=== block 1 ===
File: src/rtl/imm_enc_pkg.sv
// Shared types and constants for the rotated-immediate operand encoder.
// Fixes the 16-step, 2-bit rotation grid and the {rot, imm8} field layout.
package imm_enc_pkg;

    localparam int DATA_W    = 32;
    localparam int ROT_STEPS = 16;
    localparam int ROT_SHIFT = 2;
    localparam int IMM8_W    = 8;
    localparam int ROT_W     = 4;
    localparam int SHIFTER_W = ROT_W + IMM8_W;

    localparam logic [ROT_W-1:0] ROT_LAST = ROT_W'(ROT_STEPS - 1);

    typedef enum logic [1:0] {
        ST_IDLE   = 2'd0,
        ST_SEARCH = 2'd1,
        ST_DONE   = 2'd2
    } enc_state_e;

    typedef struct packed {
        logic [ROT_W-1:0]  rot;
        logic [IMM8_W-1:0] imm8;
    } shifter_t;

    // Outcome of one search step: whether any rotation fitted, and how.
    typedef struct packed {
        logic     hit;
        logic     inverted;
        shifter_t field;
    } match_t;

    function automatic logic [DATA_W-1:0] rotl(input logic [DATA_W-1:0] v,
                                               input int unsigned       amt);
        return (amt == 0) ? v : ((v << amt) | (v >> (DATA_W - amt)));
    endfunction

endpackage

File: src/rtl/imm_rot_match.sv
// Tests one already-rotated candidate for an 8-bit direct or inverted fit.
// Direct wins when both tests pass (only possible for impossible widths, kept for clarity).
module imm_rot_match
    import imm_enc_pkg::*;
(
    input  logic [DATA_W-1:0] cand_i,
    output logic              direct_hit_o,
    output logic              inverse_hit_o,
    output logic [IMM8_W-1:0] imm8_o
);

    assign direct_hit_o  = ~|cand_i[DATA_W-1:IMM8_W];
    assign inverse_hit_o = &cand_i[DATA_W-1:IMM8_W];
    assign imm8_o        = direct_hit_o ? cand_i[IMM8_W-1:0] : ~cand_i[IMM8_W-1:0];

endmodule

File: src/rtl/imm_operand_encoder.sv
// Encodes a 32-bit constant as {rot, imm8} (value = imm8 ROR 2*rot), or flags its inverse.
// IMM_ENCODER_PARALLEL_EN: test all 16 rotations in a single SEARCH cycle instead of iterating.
module imm_operand_encoder
    import imm_enc_pkg::*;
(
    input  logic                 clk,
    input  logic                 rst,
    input  logic                 in_valid,
    output logic                 in_ready,
    input  logic [DATA_W-1:0]    in_value,
    output logic                 out_valid,
    input  logic                 out_ready,
    output logic [SHIFTER_W-1:0] out_shifter,
    output logic                 out_encodable,
    output logic                 out_inverted
);

    enc_state_e        state_q;
    logic [DATA_W-1:0] work_q;
    logic              in_ready_q;
    logic              out_valid_q;
    logic              out_encodable_q;
    logic              out_inverted_q;
    shifter_t          shifter_q;

    match_t            match;
    logic              search_last;

`ifdef IMM_ENCODER_PARALLEL_EN

    logic [ROT_STEPS-1:0] direct_hit;
    logic [ROT_STEPS-1:0] inverse_hit;
    logic [IMM8_W-1:0]    imm8_r [ROT_STEPS];

    for (genvar r = 0; r < ROT_STEPS; r++) begin : g_rot
        logic [DATA_W-1:0] cand;
        assign cand = rotl(work_q, ROT_SHIFT * r);

        imm_rot_match u_match (
            .cand_i        (cand),
            .direct_hit_o  (direct_hit[r]),
            .inverse_hit_o (inverse_hit[r]),
            .imm8_o        (imm8_r[r])
        );
    end

    // Scan from the highest rotation down so the lowest hit is written last and wins.
    always_comb begin
        // NOTE: every always_comb output gets a default first so no latch is inferred.
        match = '0;
        for (int r = ROT_STEPS - 1; r >= 0; r--) begin
            if (direct_hit[r] || inverse_hit[r]) begin
                match.hit        = 1'b1;
                match.inverted   = !direct_hit[r];
                match.field.rot  = ROT_W'(r);
                match.field.imm8 = imm8_r[r];
            end
        end
    end

    assign search_last = 1'b1;

`else

    logic [ROT_W-1:0]  cnt_q;
    logic              direct_hit;
    logic              inverse_hit;
    logic [IMM8_W-1:0] imm8;

    imm_rot_match u_match (
        .cand_i        (work_q),
        .direct_hit_o  (direct_hit),
        .inverse_hit_o (inverse_hit),
        .imm8_o        (imm8)
    );

    always_comb begin
        match            = '0;
        match.hit        = direct_hit || inverse_hit;
        match.inverted   = !direct_hit;
        match.field.rot  = cnt_q;
        match.field.imm8 = imm8;
    end

    assign search_last = (cnt_q == ROT_LAST);

`endif

    // NOTE: sequential state uses non-blocking assignments so all registers see pre-edge values.
    always_ff @(posedge clk) begin
        if (!rst) begin
            state_q         <= ST_IDLE;
            work_q          <= '0;
            in_ready_q      <= 1'b1;
            out_valid_q     <= 1'b0;
            out_encodable_q <= 1'b0;
            out_inverted_q  <= 1'b0;
            shifter_q       <= '0;
`ifndef IMM_ENCODER_PARALLEL_EN
            cnt_q           <= '0;
`endif
        end else begin
            case (state_q)
                ST_IDLE: begin
                    if (in_valid && in_ready_q) begin
                        state_q    <= ST_SEARCH;
                        work_q     <= in_value;
                        in_ready_q <= 1'b0;
`ifndef IMM_ENCODER_PARALLEL_EN
                        cnt_q      <= '0;
`endif
                    end
                end

                ST_SEARCH: begin
                    if (match.hit) begin
                        state_q         <= ST_DONE;
                        out_valid_q     <= 1'b1;
                        out_encodable_q <= 1'b1;
                        out_inverted_q  <= match.inverted;
                        shifter_q       <= match.field;
                    end else if (search_last) begin
                        state_q         <= ST_DONE;
                        out_valid_q     <= 1'b1;
                        out_encodable_q <= 1'b0;
                        out_inverted_q  <= 1'b0;
                        shifter_q       <= '0;
                    end else begin
`ifndef IMM_ENCODER_PARALLEL_EN
                        work_q <= rotl(work_q, ROT_SHIFT);
                        cnt_q  <= cnt_q + 1'b1;
`endif
                    end
                end

                ST_DONE: begin
                    // Result registers hold their values until the consumer takes them.
                    if (out_ready) begin
                        state_q     <= ST_IDLE;
                        out_valid_q <= 1'b0;
                        in_ready_q  <= 1'b1;
                    end
                end

                default: begin
                    state_q     <= ST_IDLE;
                    out_valid_q <= 1'b0;
                    in_ready_q  <= 1'b1;
                end
            endcase
        end
    end

    assign in_ready      = in_ready_q;
    assign out_valid     = out_valid_q;
    assign out_shifter   = shifter_q;
    assign out_encodable = out_encodable_q;
    assign out_inverted  = out_inverted_q;

endmodule

File: config.mk
export PLATFORM = sky130hd
export DESIGN_NAME = imm_operand_encoder
export DESIGN_NICKNAME = d
export VERILOG_FILES = /design/src/rtl/imm_enc_pkg.sv /design/src/rtl/imm_rot_match.sv /design/src/rtl/imm_operand_encoder.sv
export SDC_FILE = /design/constraint.sdc
export NUM_CORES = 1
export LEC_CHECK = 0
export ABC_CLOCK_PERIOD_IN_PS = 3460
export CELL_PAD_IN_SITES_DETAIL_PLACEMENT = 1
export CELL_PAD_IN_SITES_GLOBAL_PLACEMENT = 2
export CORE_MARGIN = 4
export CORE_UTILIZATION = 40
export DETAILED_ROUTE_END_ITERATION = 16
export DONT_BUFFER_PORTS = 1
export MAX_ROUTING_LAYER = met4
export PLACE_DENSITY_LB_ADDON = 0.1
export SYNTH_ARGS = -nofsm -noshare
export SYNTH_HDL_FRONTEND = slang
export SYNTH_SLANG_ARGS = --single-unit
File: constraint.sdc
create_clock -name clk -period 3.46 [get_ports clk]
set_input_delay 0.692 -clock clk [delete_from_list [all_inputs] [get_ports clk]]
set_output_delay 0.692 -clock clk [all_outputs]
set_load 0.05 [all_outputs]
=== block 2 ===
--- src/rtl/alu_ctrl_pkg.sv ---
// Shared definitions for the ALU control pipeline: opcode/funct constants,
// 3-bit ALU control codes, FSM state encoding and the instruction decode table.
package alu_ctrl_pkg;

  typedef enum logic [1:0] {
    ST_IDLE    = 2'd0,
    ST_HOLD    = 2'd1,
    ST_MC_WAIT = 2'd2
  } state_e;

  localparam logic [5:0] OP_RTYPE = 6'h00;
  localparam logic [5:0] FN_MULT  = 6'h18;
  localparam logic [5:0] FN_DIV   = 6'h1A;

  localparam logic [2:0] CTRL_AND = 3'b000;
  localparam logic [2:0] CTRL_OR  = 3'b001;
  localparam logic [2:0] CTRL_ADD = 3'b010;
  localparam logic [2:0] CTRL_SUB = 3'b011;
  localparam logic [2:0] CTRL_XOR = 3'b100;
  localparam logic [2:0] CTRL_NOR = 3'b101;
  localparam logic [2:0] CTRL_SLL = 3'b110;
  localparam logic [2:0] CTRL_SRL = 3'b111;

  typedef struct packed {
    logic [2:0] ctrl;
    logic       mc;
    logic       illegal;
  } dec_t;

  // Anything not listed falls through to illegal with a zero control code.
  function automatic dec_t decode(input logic [5:0] opcode, input logic [5:0] funct);
    dec_t d;
    d = '{ctrl: CTRL_AND, mc: 1'b0, illegal: 1'b0};
    if (opcode == OP_RTYPE) begin
      case (funct)
        6'd0:    d.ctrl = CTRL_AND;
        6'd1:    d.ctrl = CTRL_ADD;
        6'd2:    d.ctrl = CTRL_SUB;
        6'd3:    d.ctrl = CTRL_AND;
        6'd4:    d.ctrl = CTRL_OR;
        6'd5:    d.ctrl = CTRL_NOR;
        6'd6:    d.ctrl = CTRL_SLL;
        6'd7:    d.ctrl = CTRL_SRL;
        FN_MULT: begin d.ctrl = CTRL_ADD; d.mc = 1'b1; end
        FN_DIV:  begin d.ctrl = CTRL_SUB; d.mc = 1'b1; end
        default: d.illegal = 1'b1;
      endcase
    end else begin
      case (opcode)
        6'd1:    d.ctrl = CTRL_ADD;
        6'd2:    d.ctrl = CTRL_SUB;
        6'd3:    d.ctrl = CTRL_AND;
        6'd4:    d.ctrl = CTRL_XOR;
        6'd5:    d.ctrl = CTRL_NOR;
        6'd6:    d.ctrl = CTRL_AND;
        6'd7:    d.ctrl = CTRL_AND;
        6'd8:    d.ctrl = CTRL_AND;
        default: d.illegal = 1'b1;
      endcase
    end
    return d;
  endfunction

endpackage

--- src/rtl/alu_control_pipe.sv ---
// ALU control decoder with a one-entry valid/ready output stage; mult/div
// results are withheld for MC_CYCLES cycles to model a multi-cycle unit.
module alu_control_pipe
  import alu_ctrl_pkg::*;
#(
  parameter int INST_W    = 32,
  parameter int CTRL_W    = 3,
  parameter int MC_CYCLES = 4
) (
  input  logic              clk,
  input  logic              rst_n,
  input  logic              in_valid,
  output logic              in_ready,
  input  logic [INST_W-1:0] inst,
  output logic              out_valid,
  input  logic              out_ready,
  output logic [CTRL_W-1:0] ctrl_out,
  output logic              mc_op,
  output logic              illegal,
  output logic              busy
);

  localparam int              CNT_W    = $clog2(MC_CYCLES + 1);
  localparam logic [CNT_W-1:0] CNT_LOAD = CNT_W'(MC_CYCLES - 1);
  localparam logic [CNT_W-1:0] CNT_ONE  = CNT_W'(1);
  localparam bit              MC_MULTI = (MC_CYCLES > 1);

  state_e           state_q, state_d;
  logic [CNT_W-1:0] cnt_q, cnt_d;
  logic [2:0]       ctrl_q, ctrl_d;
  logic             mc_q, mc_d;
  logic             ill_q, ill_d;
  dec_t             dec;
  logic             accept;
  logic             unused_inst;

  // Only opcode and funct matter; the rest of the word is deliberately ignored.
  assign unused_inst = ^inst;

  always_comb begin
    state_d  = state_q;
    cnt_d    = cnt_q;
    ctrl_d   = ctrl_q;
    mc_d     = mc_q;
    ill_d    = ill_q;
    in_ready = (state_q == ST_IDLE) || ((state_q == ST_HOLD) && out_ready);
    dec      = decode(inst[31:26], inst[5:0]);
    accept   = in_valid && in_ready;

    case (state_q)
      ST_IDLE, ST_HOLD: begin
        if (accept) begin
          ctrl_d = dec.ctrl;
          mc_d   = dec.mc;
          ill_d  = dec.illegal;
          if (dec.mc && MC_MULTI) begin
            state_d = ST_MC_WAIT;
            cnt_d   = CNT_LOAD;
          end else begin
            state_d = ST_HOLD;
          end
        end else if ((state_q == ST_HOLD) && out_ready) begin
          state_d = ST_IDLE;
        end
      end
      ST_MC_WAIT: begin
        // Leaving at a count of one makes the result appear MC_CYCLES cycles after accept.
        if (cnt_q <= CNT_ONE) begin
          state_d = ST_HOLD;
          cnt_d   = '0;
        end else begin
          cnt_d = cnt_q - CNT_ONE;
        end
      end
      default: begin
        state_d = ST_IDLE;
        cnt_d   = '0;
      end
    endcase
  end

  always_ff @(posedge clk) begin
    if (!rst_n) begin
      state_q <= ST_IDLE;
      cnt_q   <= '0;
      ctrl_q  <= '0;
      mc_q    <= 1'b0;
      ill_q   <= 1'b0;
    end else begin
      state_q <= state_d;
      cnt_q   <= cnt_d;
      ctrl_q  <= ctrl_d;
      mc_q    <= mc_d;
      ill_q   <= ill_d;
    end
  end

  assign out_valid = (state_q == ST_HOLD);
  assign busy      = (state_q == ST_MC_WAIT);
  assign ctrl_out  = CTRL_W'(ctrl_q);
  assign mc_op     = mc_q;
  assign illegal   = ill_q;

endmodule

--- config.mk ---
export PLATFORM = sky130hd
export DESIGN_NAME = alu_control_pipe
export DESIGN_NICKNAME = d
export VERILOG_FILES = /design/src/rtl/alu_ctrl_pkg.sv /design/src/rtl/alu_control_pipe.sv
export SDC_FILE = /design/constraint.sdc
export NUM_CORES = 1
export LEC_CHECK = 0
export CAP_MARGIN = 40
export CORE_MARGIN = 2
export CORE_UTILIZATION = 34
export CTS_CLUSTER_DIAMETER = 30
export DETAILED_ROUTE_END_ITERATION = 10
export GPL_ROUTABILITY_DRIVEN = 0
export MAX_ROUTING_LAYER = met4
export PLACE_DENSITY = 0.77
export SLEW_MARGIN = 20
export SYNTH_ARGS = -nofsm -noshare
export SYNTH_HDL_FRONTEND = slang
export SYNTH_SLANG_ARGS = --single-unit
--- constraint.sdc ---
create_clock -name clk -period 1.6 [get_ports clk]
set_input_delay 0.48 -clock clk [delete_from_list [all_inputs] [get_ports clk]]
set_output_delay 0.48 -clock clk [all_outputs]
set_load 0.01 [all_outputs]
=== block 3 ===
==> config.mk <==
export PLATFORM = sky130hd
export DESIGN_NAME = hazard_ctrl_flat
export DESIGN_NICKNAME = d
export VERILOG_FILES = /design/src/rtl/hazard_ctrl_if.sv /design/src/rtl/hazard_ctrl.sv /design/src/flat_wrapper.sv
export SDC_FILE = /design/constraint.sdc
export NUM_CORES = 1
export LEC_CHECK = 0
export CAP_MARGIN = 20
export CORE_MARGIN = 2
export CORE_UTILIZATION = 45
export CTS_CLUSTER_DIAMETER = 60
export CTS_CLUSTER_SIZE = 16
export DETAILED_ROUTE_END_ITERATION = 12
export PLACE_DENSITY = 0.8
export SLEW_MARGIN = 40
export SYNTH_ARGS = -nofsm -noshare
export SYNTH_HDL_FRONTEND = slang
export SYNTH_SLANG_ARGS = --single-unit
==> constraint.sdc <==
create_clock -name clk -period 3 [get_ports clk]
set_clock_uncertainty 0.1 [all_clocks]
set_input_delay 0.3 -clock clk [delete_from_list [all_inputs] [get_ports clk]]
set_output_delay 0.3 -clock clk [all_outputs]
set_load 0.03 [all_outputs]
==> src/rtl/hazard_ctrl_if.sv <==
// Hazard-unit bundle: register fields and handshakes from the pipeline in,
// stall/flush/forward controls and status out.
interface hazard_ctrl_if #(
  parameter int CNT_W = 16
);
  logic [4:0]       Rs1D, Rs2D, Rs1E, Rs2E, RdE, RdM, RdW;
  logic             ResultSrcE, RegWriteE, RegWriteM, RegWriteW;
  logic             PCSrcE, MissM, MemReadyM;
  logic             StallF, StallD, StallE, StallM;
  logic             FlushD, FlushE, FlushW;
  logic [1:0]       ForwardAE, ForwardBE;
  logic             miss_err;
  logic [CNT_W-1:0] stall_cnt, flush_cnt;

  modport master (
    output Rs1D, Rs2D, Rs1E, Rs2E, RdE, RdM, RdW,
    output ResultSrcE, RegWriteE, RegWriteM, RegWriteW,
    output PCSrcE, MissM, MemReadyM,
    input  StallF, StallD, StallE, StallM, FlushD, FlushE, FlushW,
    input  ForwardAE, ForwardBE, miss_err, stall_cnt, flush_cnt
  );

  // RegWriteE is carried for the pipeline's benefit; the sequencer never needs it.
  modport slave (
    input  Rs1D, Rs2D, Rs1E, Rs2E, RdE, RdM, RdW,
    input  ResultSrcE, RegWriteM, RegWriteW,
    input  PCSrcE, MissM, MemReadyM,
    output StallF, StallD, StallE, StallM, FlushD, FlushE, FlushW,
    output ForwardAE, ForwardBE, miss_err, stall_cnt, flush_cnt
  );
endinterface

==> src/rtl/hazard_ctrl.sv <==
// 5-stage pipeline sequencer: load-use / redirect / memory-miss stalls and
// flushes, EXE forwarding selects, miss timeout and performance counters.
//
//   state | meaning
//   INIT  | one-cycle bubble flush of unreset pipeline registers
//   RUN   | normal issue, hazard rules active
//   MISS  | waiting on data-memory fill, whole pipe frozen
//   ERR   | fill timed out, frozen until reset
module hazard_ctrl #(
  parameter int WIDTH        = 32,
  parameter int MISS_TIMEOUT = 255,
  parameter int CNT_W        = 16
) (
  input logic         clk,
  input logic         rst,
  hazard_ctrl_if.slave hz
);
  localparam int WAIT_W = (MISS_TIMEOUT > 2) ? $clog2(MISS_TIMEOUT) : 1;
  localparam logic [WAIT_W-1:0] WAIT_LAST = WAIT_W'(MISS_TIMEOUT - 1);

  if (WIDTH < 1 || MISS_TIMEOUT < 1) begin : g_param_chk
    $error("hazard_ctrl: WIDTH and MISS_TIMEOUT must be positive");
  end

  typedef enum logic [1:0] {ST_INIT, ST_RUN, ST_MISS, ST_ERR} state_e;

  state_e             state_q;
  logic [WAIT_W-1:0]  wait_cnt_q;
  logic [CNT_W-1:0]   stall_cnt_q, stall_cnt_d;
  logic [CNT_W-1:0]   flush_cnt_q, flush_cnt_d;
  logic               miss_err_q;
  logic               mem_stall, hazard_en, lw_stall;

  assign lw_stall = hz.ResultSrcE && (hz.RdE != 5'd0) &&
                    ((hz.RdE == hz.Rs1D) || (hz.RdE == hz.Rs2D));

  always_comb begin
    mem_stall = 1'b0;
    hazard_en = 1'b0;
    hz.StallF = 1'b0;
    hz.StallD = 1'b0;
    hz.StallE = 1'b0;
    hz.StallM = 1'b0;
    hz.FlushD = 1'b0;
    hz.FlushE = 1'b0;
    hz.FlushW = 1'b0;
    case (state_q)
      ST_INIT: begin
        hz.FlushD = 1'b1;
        hz.FlushE = 1'b1;
        hz.FlushW = 1'b1;
      end
      ST_RUN:  if (hz.MissM) mem_stall = 1'b1; else hazard_en = 1'b1;
      ST_MISS: if (!hz.MemReadyM) mem_stall = 1'b1; else hazard_en = 1'b1;
      default: mem_stall = 1'b1;
    endcase
    if (mem_stall) begin
      hz.StallF = 1'b1;
      hz.StallD = 1'b1;
      hz.StallE = 1'b1;
      hz.StallM = 1'b1;
      hz.FlushW = 1'b1;
    end
    // A redirect discards any load-use stall: the dependent instruction is squashed anyway.
    if (hazard_en) begin
      if (hz.PCSrcE) begin
        hz.FlushD = 1'b1;
        hz.FlushE = 1'b1;
      end else if (lw_stall) begin
        hz.StallF = 1'b1;
        hz.StallD = 1'b1;
        hz.FlushE = 1'b1;
      end
    end
  end

  always_comb begin
    hz.ForwardAE = 2'b00;
    hz.ForwardBE = 2'b00;
    if (hz.RegWriteM && hz.RdM != 5'd0 && hz.RdM == hz.Rs1E)      hz.ForwardAE = 2'b10;
    else if (hz.RegWriteW && hz.RdW != 5'd0 && hz.RdW == hz.Rs1E) hz.ForwardAE = 2'b01;
    if (hz.RegWriteM && hz.RdM != 5'd0 && hz.RdM == hz.Rs2E)      hz.ForwardBE = 2'b10;
    else if (hz.RegWriteW && hz.RdW != 5'd0 && hz.RdW == hz.Rs2E) hz.ForwardBE = 2'b01;
  end

  always_comb begin
    stall_cnt_d = stall_cnt_q;
    flush_cnt_d = flush_cnt_q;
    if (hz.StallF && (state_q == ST_RUN || state_q == ST_MISS) && !(&stall_cnt_q))
      stall_cnt_d = stall_cnt_q + CNT_W'(1);
    if (hz.PCSrcE && !mem_stall && !(&flush_cnt_q))
      flush_cnt_d = flush_cnt_q + CNT_W'(1);
  end

  always_ff @(posedge clk) begin
    if (rst) begin
      state_q     <= ST_INIT;
      wait_cnt_q  <= '0;
      stall_cnt_q <= '0;
      flush_cnt_q <= '0;
      miss_err_q  <= 1'b0;
    end else begin
      stall_cnt_q <= stall_cnt_d;
      flush_cnt_q <= flush_cnt_d;
      case (state_q)
        ST_INIT: state_q <= ST_RUN;
        ST_RUN: begin
          if (hz.MissM) begin
            wait_cnt_q <= '0;
            state_q    <= ST_MISS;
          end
        end
        ST_MISS: begin
          if (hz.MemReadyM) begin
            state_q <= ST_RUN;
          end else if (wait_cnt_q == WAIT_LAST) begin
            state_q    <= ST_ERR;
            miss_err_q <= 1'b1;
          end else begin
            wait_cnt_q <= wait_cnt_q + WAIT_W'(1);
          end
        end
        default: miss_err_q <= 1'b1;
      endcase
    end
  end

  assign hz.miss_err  = miss_err_q;
  assign hz.stall_cnt = stall_cnt_q;
  assign hz.flush_cnt = flush_cnt_q;
endmodule
==> src/flat_wrapper.sv <==
// flat-port wrapper written by rule: the top's interface ports become plain ports
module hazard_ctrl_flat 
#(
  parameter int WIDTH        = 32,
  parameter int MISS_TIMEOUT = 255,
  parameter int CNT_W        = 16
)
  (clk, rst, hz_Rs1D, hz_Rs2D, hz_Rs1E, hz_Rs2E, hz_RdE, hz_RdM, hz_RdW, hz_ResultSrcE, hz_RegWriteM, hz_RegWriteW, hz_PCSrcE, hz_MissM, hz_MemReadyM, hz_StallF, hz_StallD, hz_StallE, hz_StallM, hz_FlushD, hz_FlushE, hz_FlushW, hz_ForwardAE, hz_ForwardBE, hz_miss_err, hz_stall_cnt, hz_flush_cnt);
  hazard_ctrl_if #(.CNT_W(CNT_W)) hz_i ();
  input logic clk;
  input logic rst;
  input wire logic [$bits(hz_i.Rs1D)-1:0] hz_Rs1D;
  input wire logic [$bits(hz_i.Rs2D)-1:0] hz_Rs2D;
  input wire logic [$bits(hz_i.Rs1E)-1:0] hz_Rs1E;
  input wire logic [$bits(hz_i.Rs2E)-1:0] hz_Rs2E;
  input wire logic [$bits(hz_i.RdE)-1:0] hz_RdE;
  input wire logic [$bits(hz_i.RdM)-1:0] hz_RdM;
  input wire logic [$bits(hz_i.RdW)-1:0] hz_RdW;
  input wire logic [$bits(hz_i.ResultSrcE)-1:0] hz_ResultSrcE;
  input wire logic [$bits(hz_i.RegWriteM)-1:0] hz_RegWriteM;
  input wire logic [$bits(hz_i.RegWriteW)-1:0] hz_RegWriteW;
  input wire logic [$bits(hz_i.PCSrcE)-1:0] hz_PCSrcE;
  input wire logic [$bits(hz_i.MissM)-1:0] hz_MissM;
  input wire logic [$bits(hz_i.MemReadyM)-1:0] hz_MemReadyM;
  output wire logic [$bits(hz_i.StallF)-1:0] hz_StallF;
  output wire logic [$bits(hz_i.StallD)-1:0] hz_StallD;
  output wire logic [$bits(hz_i.StallE)-1:0] hz_StallE;
  output wire logic [$bits(hz_i.StallM)-1:0] hz_StallM;
  output wire logic [$bits(hz_i.FlushD)-1:0] hz_FlushD;
  output wire logic [$bits(hz_i.FlushE)-1:0] hz_FlushE;
  output wire logic [$bits(hz_i.FlushW)-1:0] hz_FlushW;
  output wire logic [$bits(hz_i.ForwardAE)-1:0] hz_ForwardAE;
  output wire logic [$bits(hz_i.ForwardBE)-1:0] hz_ForwardBE;
  output wire logic [$bits(hz_i.miss_err)-1:0] hz_miss_err;
  output wire logic [$bits(hz_i.stall_cnt)-1:0] hz_stall_cnt;
  output wire logic [$bits(hz_i.flush_cnt)-1:0] hz_flush_cnt;
  assign hz_i.Rs1D = hz_Rs1D;
  assign hz_i.Rs2D = hz_Rs2D;
  assign hz_i.Rs1E = hz_Rs1E;
  assign hz_i.Rs2E = hz_Rs2E;
  assign hz_i.RdE = hz_RdE;
  assign hz_i.RdM = hz_RdM;
  assign hz_i.RdW = hz_RdW;
  assign hz_i.ResultSrcE = hz_ResultSrcE;
  assign hz_i.RegWriteM = hz_RegWriteM;
  assign hz_i.RegWriteW = hz_RegWriteW;
  assign hz_i.PCSrcE = hz_PCSrcE;
  assign hz_i.MissM = hz_MissM;
  assign hz_i.MemReadyM = hz_MemReadyM;
  assign hz_StallF = hz_i.StallF;
  assign hz_StallD = hz_i.StallD;
  assign hz_StallE = hz_i.StallE;
  assign hz_StallM = hz_i.StallM;
  assign hz_FlushD = hz_i.FlushD;
  assign hz_FlushE = hz_i.FlushE;
  assign hz_FlushW = hz_i.FlushW;
  assign hz_ForwardAE = hz_i.ForwardAE;
  assign hz_ForwardBE = hz_i.ForwardBE;
  assign hz_miss_err = hz_i.miss_err;
  assign hz_stall_cnt = hz_i.stall_cnt;
  assign hz_flush_cnt = hz_i.flush_cnt;
  hazard_ctrl #(.WIDTH(WIDTH), .MISS_TIMEOUT(MISS_TIMEOUT), .CNT_W(CNT_W)) u_core (.clk(clk), .rst(rst), .hz(hz_i));
endmodule
=== block 4 ===
<file path="src/rtl/div_const_pkg.sv">
// Shared constants and types for the constant-divisor reconstruction path.
// When DIV_RECON_CHECK_EN is defined, the stage payloads also carry the
// original dividend and the mismatch flag.
package div_const_pkg;

    // Ceiling log2. Used only in constant expressions.
    function automatic int clog2(input int v);
        int r;
        r = 0;
        while ((1 << r) < v) begin
            r = r + 1;
        end
        return r;
    endfunction

    localparam int W_X  = 16;                    // dividend / result width
    localparam int D    = 3;                     // constant divisor, >= 2, not a power of two
    localparam int W_R  = clog2(D);              // remainder width
    localparam int W_Q  = W_X - (clog2(D) - 1);  // quotient width: W_X - floor(log2 D)
    localparam int W_P  = W_X + 2;               // product/sum width, leaves room to see overflow
    localparam int W_DB = clog2(D + 1);          // number of bits needed to hold D

    // D at remainder width. It fits because D is not a power of two.
    localparam logic [W_R-1:0] D_R = W_R'(D);

    // Payload held by the first stage: product, remainder and its legality flag
    typedef struct packed {
        logic [W_P-1:0] p;
        logic [W_R-1:0] r;
        logic           err;
`ifdef DIV_RECON_CHECK_EN
        logic [W_X-1:0] x_exp;
`endif
    } recon_stage_t;

    // Payload held by the output stage
    typedef struct packed {
        logic [W_X-1:0] x;
        logic           err;
        logic           ovf;
`ifdef DIV_RECON_CHECK_EN
        logic           mis;
`endif
    } recon_out_t;

endpackage

</file>
<file path="src/rtl/div_recon_stage.sv">
// One valid/ready register slice. The slice accepts new data when it is empty
// or when its own contents leave this cycle. Because of that, the ready output
// is combinational from i_ready.
module div_recon_stage #(
    parameter int W = 8
) (
    input  logic         clk,
    input  logic         rst_n,
    input  logic         i_valid,
    output logic         o_ready,
    input  logic [W-1:0] i_data,
    output logic         o_valid,
    input  logic         i_ready,
    output logic [W-1:0] o_data
);

    logic         r_valid;
    logic [W-1:0] r_data;

    assign o_ready = !r_valid || i_ready;
    assign o_valid = r_valid;
    assign o_data  = r_data;

    // Load on every edge where the slice is free. Data is only replaced by a
    // valid word, so an idle slice keeps its last payload.
    always_ff @(posedge clk or negedge rst_n) begin
        if (!rst_n) begin
            r_valid <= 1'b0;
            r_data  <= '0;
        end else if (o_ready) begin
            r_valid <= i_valid;
            if (i_valid) begin
                r_data <= i_data;
            end
        end
    end

endmodule

</file>
<file path="src/rtl/div_const_recon.sv">
// Rebuilds a dividend X = Q*D + R from a quotient/remainder pair.
// Stage 1 registers the product Q*D, the remainder and the flag for an illegal
// remainder. Stage 2 adds the remainder and registers the result and the
// overflow flag.
// The optional macro DIV_RECON_CHECK_EN adds a comparison against a carried
// expected dividend and a saturating mismatch counter.
module div_const_recon
    import div_const_pkg::*;
(
    input  logic           clk,
    input  logic           rst_n,
    input  logic           in_valid,
    output logic           in_ready,
    input  logic [W_Q-1:0] in_q,
    input  logic [W_R-1:0] in_r,
`ifdef DIV_RECON_CHECK_EN
    input  logic [W_X-1:0] in_x_exp,
    output logic           out_mis,
    output logic [15:0]    err_cnt,
`endif
    output logic           out_valid,
    input  logic           out_ready,
    output logic [W_X-1:0] out_x,
    output logic           out_err,
    output logic           out_ovf
);

    logic [W_P-1:0] w_pp [0:W_DB-1];
    logic [W_P-1:0] w_p;
    logic [W_P-1:0] w_sum;
    recon_stage_t   w_s1_in;
    recon_stage_t   w_s1_q;
    recon_out_t     w_s2_in;
    recon_out_t     w_s2_q;
    logic           w_s1_valid;
    logic           w_s2_ready;

    // Shift-add multiply by the constant: one shifted copy of Q per set bit of D
    genvar gi;
    generate
        for (gi = 0; gi < W_DB; gi++) begin : g_pp
            if (((D >> gi) & 1) == 1) begin : g_on
                assign w_pp[gi] = W_P'(in_q) << gi;
            end else begin : g_off
                assign w_pp[gi] = '0;
            end
        end
    endgenerate

    // Sum the partial products
    always_comb begin
        w_p = '0;
        for (int k = 0; k < W_DB; k++) begin
            w_p = w_p + w_pp[k];
        end
    end

    // Build the stage-1 payload from the input pair
    always_comb begin
        w_s1_in       = '0;
        w_s1_in.p     = w_p;
        w_s1_in.r     = in_r;
        w_s1_in.err   = (in_r >= D_R);
`ifdef DIV_RECON_CHECK_EN
        w_s1_in.x_exp = in_x_exp;
`endif
    end

    div_recon_stage #(
        .W($bits(recon_stage_t))
    ) u_s1 (
        .clk     (clk),
        .rst_n   (rst_n),
        .i_valid (in_valid),
        .o_ready (in_ready),
        .i_data  (w_s1_in),
        .o_valid (w_s1_valid),
        .i_ready (w_s2_ready),
        .o_data  (w_s1_q)
    );

    // Add the remainder. An illegal remainder is still added, and its flag
    // travels with this one result.
    always_comb begin
        w_sum       = w_s1_q.p + W_P'(w_s1_q.r);
        w_s2_in     = '0;
        w_s2_in.x   = w_sum[W_X-1:0];
        w_s2_in.err = w_s1_q.err;
        w_s2_in.ovf = |w_sum[W_P-1:W_X];
`ifdef DIV_RECON_CHECK_EN
        w_s2_in.mis = (w_sum[W_X-1:0] != w_s1_q.x_exp) || w_s1_q.err
                      || (|w_sum[W_P-1:W_X]);
`endif
    end

    div_recon_stage #(
        .W($bits(recon_out_t))
    ) u_s2 (
        .clk     (clk),
        .rst_n   (rst_n),
        .i_valid (w_s1_valid),
        .o_ready (w_s2_ready),
        .i_data  (w_s2_in),
        .o_valid (out_valid),
        .i_ready (out_ready),
        .o_data  (w_s2_q)
    );

    assign out_x   = w_s2_q.x;
    assign out_err = w_s2_q.err;
    assign out_ovf = w_s2_q.ovf;

`ifdef DIV_RECON_CHECK_EN
    logic [15:0] r_err_cnt;

    assign out_mis = out_valid && w_s2_q.mis;
    assign err_cnt = r_err_cnt;

    // Count mismatching results as they leave. The count holds at all-ones.
    always_ff @(posedge clk or negedge rst_n) begin
        if (!rst_n) begin
            r_err_cnt <= '0;
        end else if (out_valid && out_ready && w_s2_q.mis && (r_err_cnt != 16'hFFFF)) begin
            r_err_cnt <= r_err_cnt + 16'd1;
        end
    end
`endif

endmodule

</file>
<file path="config.mk">
export PLATFORM = sky130hd
export DESIGN_NAME = div_const_recon
export DESIGN_NICKNAME = d
export VERILOG_FILES = /design/src/rtl/div_const_pkg.sv /design/src/rtl/div_recon_stage.sv /design/src/rtl/div_const_recon.sv
export SDC_FILE = /design/constraint.sdc
export NUM_CORES = 1
export LEC_CHECK = 0
export ABC_AREA = 1
export CORE_MARGIN = 10
export CORE_UTILIZATION = 60
export CTS_CLUSTER_DIAMETER = 150
export DETAILED_ROUTE_END_ITERATION = 12
export PLACE_DENSITY = 0.86
export SYNTH_ARGS = -nofsm -noshare
export SYNTH_HDL_FRONTEND = slang
export SYNTH_HIERARCHICAL = 1
export SYNTH_SLANG_ARGS = --single-unit
</file>
<file path="constraint.sdc">
create_clock -name clk -period 4.5 [get_ports clk]
set_input_delay 0.9 -clock clk [delete_from_list [all_inputs] [get_ports clk]]
set_output_delay 0.9 -clock clk [all_outputs]
set_load 0.005 [all_outputs]
</file>
Figure 1. Routed metal, one colour a layer (block 4).
Only two layers are drawn.
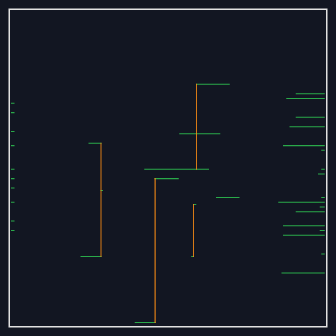
metal 4: marked orange, wire length 114 um. metal 3: marked green, wire length 187 um.
count of vias placed by the detailed router: 2,638
WL/cell: 11.1 um

Figure 2. Clock wires, drivers and flops (block 4).
Scale bar: 20 um.
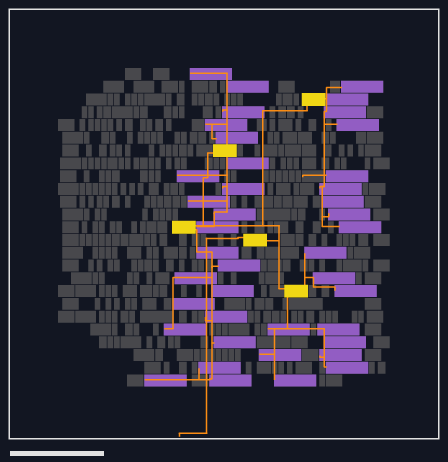
clock wires: marked orange, length 421 um. clock drivers: marked yellow, count 5. flip-flops: marked purple, count 41.
There are 6 routed clock nets.
final worst clock skew: 0.00519 ns
clk latency late pin: 0.28 ns
Clk network pwr share: 18.3%
Clock group: 0.230 mW

==> notes.org, block 4 <==
* Implementation run

** Status
- The flow ran to the end, and the final reports show no timing, DRC or antenna violations.

** Detailed routing
- Highest metal layer with signal wires :: met4
- 1st-pass router iterations :: 4
- Met2 wire length :: 2960 um

** Yosys
- Number of warning messages in the yosys log :: 6
- The cell area that synthesis handed to floorplanning was 3040 um2.
- A synthesized cell averages 7.10 um2.
- In the synthesized netlist, the number of instances is 428.
- Summing the areas of all and, or, nand and nor instances in the mapped netlist gives 39.4% of the synthesized area.
- Distinct lib cells used :: 27
- By area the synthesized netlist is led by sky130_fd_sc_hd__dfrtp_1, sky130_fd_sc_hd__nand2_1, sky130_fd_sc_hd__nand3_1.
- Post-synthesis mux area share :: 0%

** Layout
- After the last flow step, the layout net total stands at 506.
- In the final design, more cell area goes to multi-input combinational cells than to any other class.
- The final layout report lists a filler cell count of 411.
- After routing the design area is 3500 um2.
- Summing all flip-flop and latch instances after layout gives 1030 um2.

** Setup path
- Origin of the worst setup path :: out_ready
- The critical path maximum fanout is 21.
- Cell type group with the largest total delay on the critical path :: buffers and inverters

** Pwr
- Power attributed to combinational cells is 0.478 mW.
- In the power breakdown, the biggest contributor is registers.
- Total power for the finished layout comes to 1.26 mW.

** Hold path
- Worst min-delay path endpoint :: u_s2/o_data[6]

** Clock network
- Post-CTS Hold Fix Bufs :: 0
- The number of clock buffers added by TritonCTS is 5.
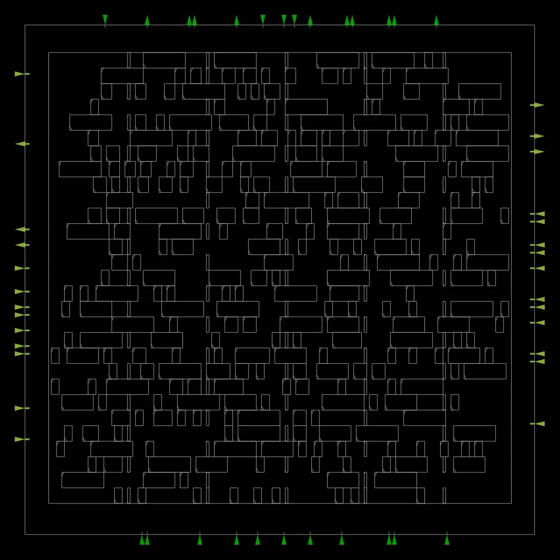
Figure 3: block 1, cell placement.
number of standard cells in the final layout excluding fillers: 367
sequential share of cell area: 39.2%
core box area: 6390 um2
number of flip-flops and latches: 54

Figure 4. Routed metal, one colour a layer (block 1).
Only two layers are drawn.
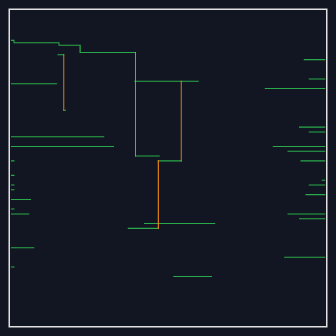
metal 4: marked orange, wire length 86.4 um. metal 3: marked green, wire length 307 um.
WL/cell: 17.9 um
count of vias placed by the detailed router: 2,144
final wirelength: 6580 um
All-Layer GR Usage: 18.2%

==> notes.org, block 1 <==
* Implementation run

** Hold path
- Number of instances on the worst hold path :: 1

** Floorplanning
- The vertical die dimension reported for this design is 89.1 um.

** Pwr
- Design Power :: 1.36 mW
- The highest supply drop recorded on VDD is 0.000206 V.
- Power dissipated in combinational cells :: 0.254 mW
- Internal power contribution :: 0.935 mW
- The leakage component of the power was reported as 0.927 nW.

** Placed design
- Inst Count DP :: 359

** Layout
- Total of clock buffers placed in the layout :: 7
- The layout summary lists the proportion of cells stronger than drive strength 1 as 17.2%.
- Ranked by total area, the top cell class in this layout is multi-input combinational cells.
- In the final layout, the fill cell count is 757.

** STA
- Setup violations remaining at the end of the flow were counted as 0.
- The tightest hold path in the finished design has a slack of 0.462 ns.
- Subtracting the final worst setup slack from the clock period gives 2.36 ns.
- Worst-Margin Slew :: 0.764 ns
- Once routing completed, OpenROAD measured the worst setup slack at 1.10 ns.

** Setup path
- STA classifies the critical path startpoint as a flop.
- Per STA, the endpoint of the critical path is cnt_q[3].
- The script reports the combined buffer and inverter count of the critical path as 2.
- In this run the critical register-to-register path is launched from work_q[30].

** Yosys
- Syn avg cell area :: 8.75 um2
- Summing the areas of all and, or, nand and nor instances in the mapped netlist gives 25.0% of the synthesized area.
- The synthesis run shows multiplexers occupying 3.04% of the cell area.
- Top-count cell post-synth :: sky130_fd_sc_hd__nand2_1
- Summing the areas of all fa, ha and maj instances in the mapped netlist gives 0.475% of the synthesized area.

** Run
- OpenROAD warnings :: 26

** Status
- Run status :: finished clean

** Detailed routing
- In the log, the iteration count for the first detailed-route pass is 4.

** Clock network
- Total clock sinks :: 54

** Global routing
- Congestion Overflow GR :: 0
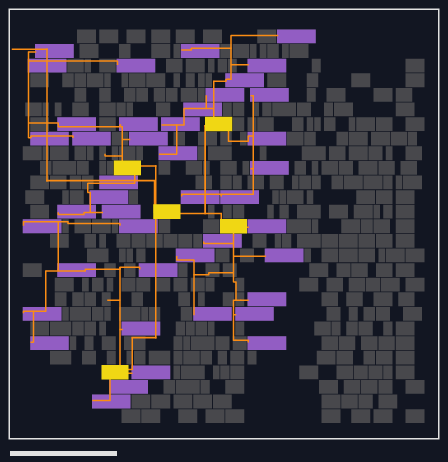
Figure 5: block 3, clock wires, drivers and flops.
Scale bar: 20 um.
clock wires: marked orange, length 521 um. clock drivers: marked yellow, count 5. flip-flops: marked purple, count 43.
There are 6 routed clock nets.

==> notes.org, block 3 <==
* Implementation run

** Clock network
- Clock transition at the registers of the reported paths :: 0.08 ns
- Post-CTS Repair Setup Buffers :: 0

** Detailed routing
- Using the TritonRoute via totals, the vias-per-cell ratio works out to 5.44.
- After detailed routing, the wire length on met1 is 2960 um.
- Per the detail_route report, the via count comes to 2,595.

** Global routing
- First-pass GRT wire length :: 11,000 um

** Yosys
- Register area share after synthesis :: 33.4%
- The synthesis report lists the most area-consuming cells as sky130_fd_sc_hd__dfxtp_1, sky130_fd_sc_hd__xor2_1, sky130_fd_sc_hd__nor2_1.
- Share of async-settable or async-resettable flops after synthesis :: 0%
- Fa+ha+maj area frac :: 3.88%
- Flop and latch count out of synthesis :: 43

** Placed design
- Detailed placement finished with a half-perimeter wire length of 5300 um.
- In this run, placement finished with an instance count of 469.

** Setup path
- Cell repeated most along the worst path :: sky130_fd_sc_hd__nor4_1
- Per STA, the worst path is made up of clkdlybuf4s50_1 > or4_1 > o21ai_0 > nor4_1 > nor4_1 > clkdlybuf4s15_1.
- STA classifies the critical path endpoint as a primary output.
- The timing report gives the biggest stage delay along the critical path as 0.53 ns.
- Cell type group with the largest total delay on the critical path :: simple AND/OR/NAND/NOR gates
- Looking at the critical path, the single cell with the biggest stage delay is sky130_fd_sc_hd__or4_1.

** Run
- OpenROAD warnings :: 30

** Pwr
- Sequential Power :: 0.597 mW
- Clk network pwr share :: 26.3%

** Status
- Run status :: finished clean

** Hold path
- The most critical min-delay path falls under reg -> reg.

** Layout
- In the finished layout, the clock tree contains a buffer count of 6.
Figure 6. Clock wires, drivers and flops (block 2).
Scale bar: 10 um.
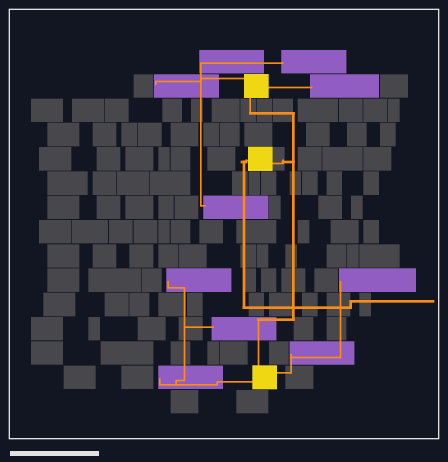
flip-flops: marked purple, count 10. clock drivers: marked yellow, count 3. clock wires: marked orange, length 175 um.
There are 4 routed clock nets.

==> notes.org, block 2 <==
* Implementation run

** Yosys
- Cell count listed in synth_stat.txt :: 81
- Cell types with the highest counts after synthesis :: sky130_fd_sc_hd__a21oi_1, sky130_fd_sc_hd__dfxtp_1, sky130_fd_sc_hd__nand2b_1
- Top-count cell post-synth :: sky130_fd_sc_hd__a21oi_1
- Synthesized instance count :: 81
- For reference, XOR and XNOR gates occupy 2.67% of the area reported after synthesis.
- Post-synthesis mux area share :: 0%

** Pwr
- Pwr Density :: 539 nW/um2

** Setup path
- Largest fanout on the critical path :: 2
- On the critical path the data arrives at 1.75 ns.
- On the worst path, the slowest cell contributes a delay of 0.43 ns.

** Layout
- In the final layout, clock buffers and inverters account for 2.10% of the cell area.
- Per the layout report, the design carries 43 non-clock buffers.
- The area taken by sequential standard cells is reported as 205 um2.
- Buffering overhead :: 33.5%
- Cell area after layout :: 1070 um2
- The final antenna diode tally reported by the flow is 0.

** Run
- OpenROAD warnings :: 47

** Detailed routing
- The highest metal layer carrying signal wires in the routed design is met4.
- Post-route DRC :: 0
- Final wirelength :: 1840 um
- The detailed router put a total of 735 um of wire on met1.

** Status
- Run status :: finished clean

** STA
- Final worst clock skew :: 0.00297 ns
- Tightest slew margin relative to the limit :: 77.8%

** Floorplanning
- The core region is 1760 um2.
- Across the placement rows, the number of tap cells is 25.

** Global routing
- The number of antenna violations at the first check in global routing was 0.
- For this run, global-route usage on met1 was measured as 17.8%.
- First-pass GRT wire length :: 2870 um

** Clock network
- Post-CTS Hold Fix Bufs :: 0

==> screenshots <==
PDN straps and rails.
Plate I
Scale bar: 20 um. Pins as bars on the die edge.
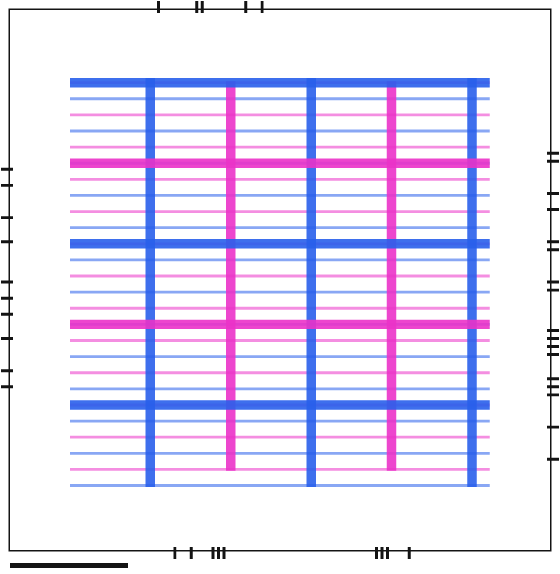
Plate II
Scale bar: 20 um. Pins as bars on the die edge.
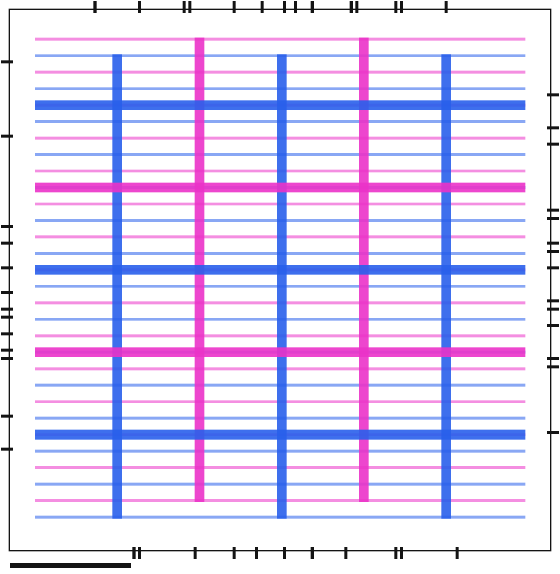
Plate III
Scale bar: 10 um. Pins as bars on the die edge.
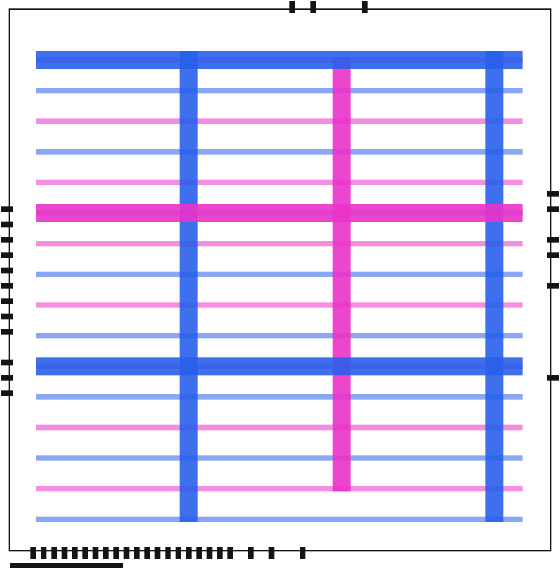
Plate IV
Scale bar: 20 um. Pins as bars on the die edge.
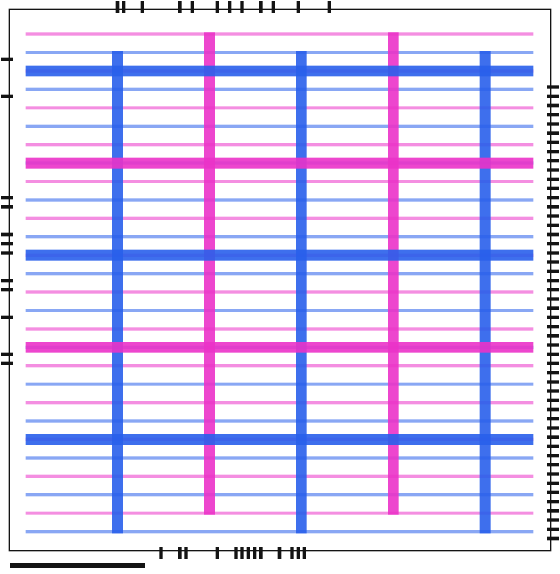
Plate IV -> block 3
Plate III -> block 2
Plate II -> block 1
Plate I -> block 4
Of these, most pins: Plate IV

Key to Plate II:
VDD: marked magenta. VSS: marked blue.
5 straps on met5. The core has 29 rows. 5 straps on met4. 30 met1 rails follow the rows.



==> screenshots <==
Placed cells, one colour a class.
picture 1
Scale bar: 10 um.
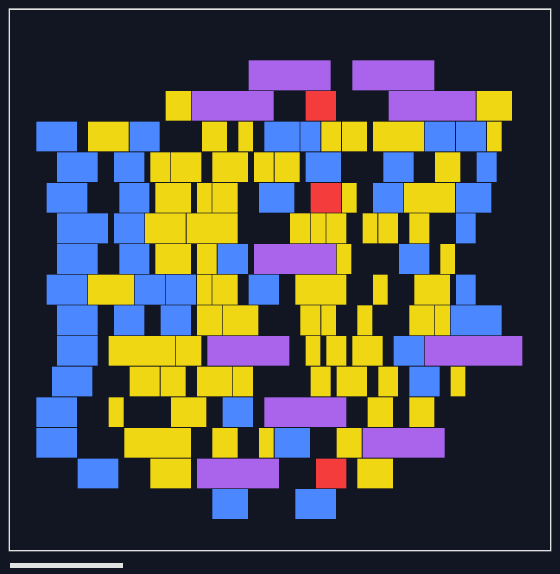
picture 2
Scale bar: 20 um.
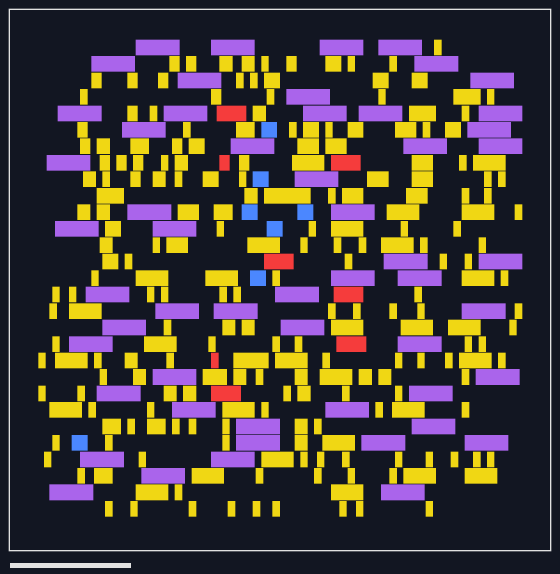
picture 3
Scale bar: 20 um.
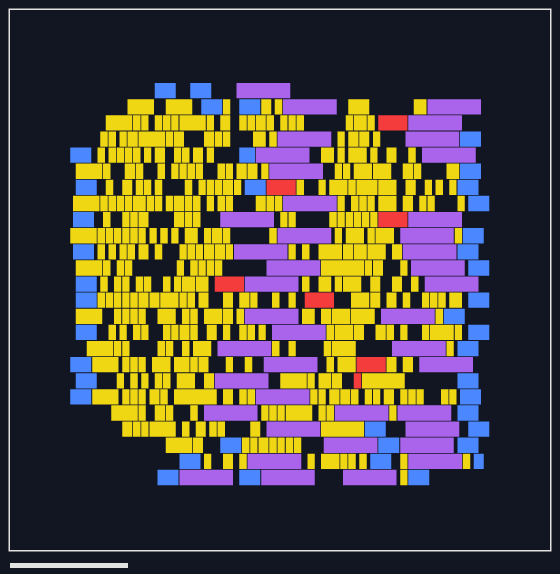
picture 4
Scale bar: 20 um.
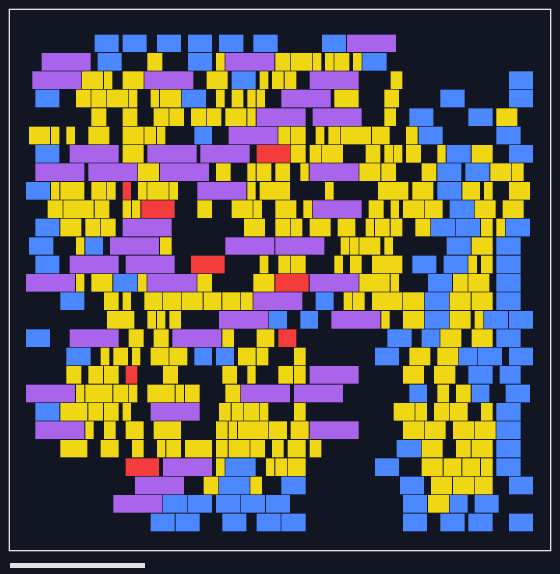
Of these, fewest sequential cells: picture 1
Picture 3 is block 4.
Picture 4 is block 3.
Picture 2 is block 1.
Picture 1 is block 2.


## Gallery

Cell placement.
(a)
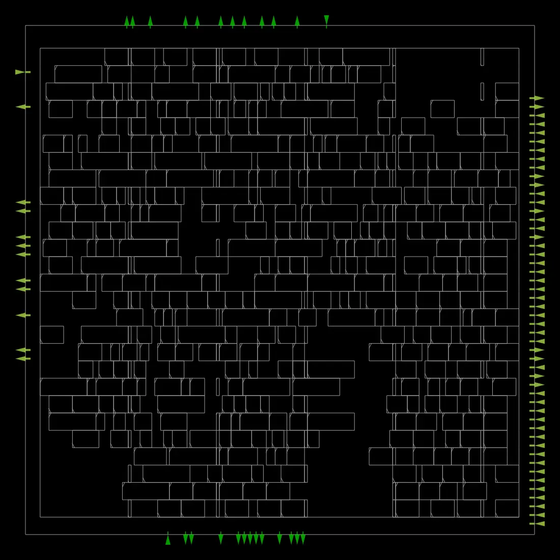
(b)
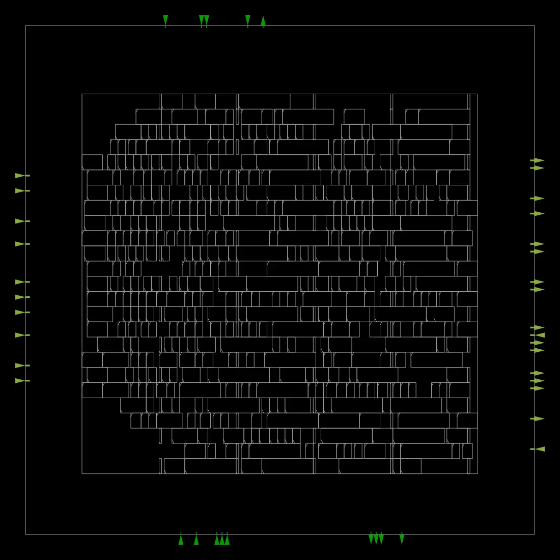
(c)
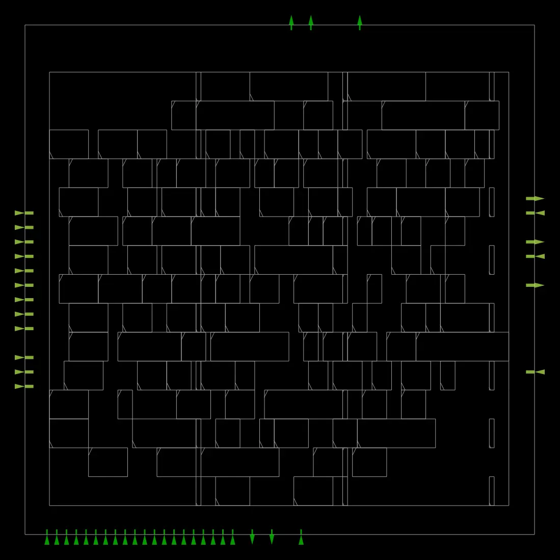
Of these, fewest sequential cells: (c)
Of these, fewest cells: (c)
block 3: (a)
block 4: (b)
block 2: (c)

Power and IR drop assume default switching activity.
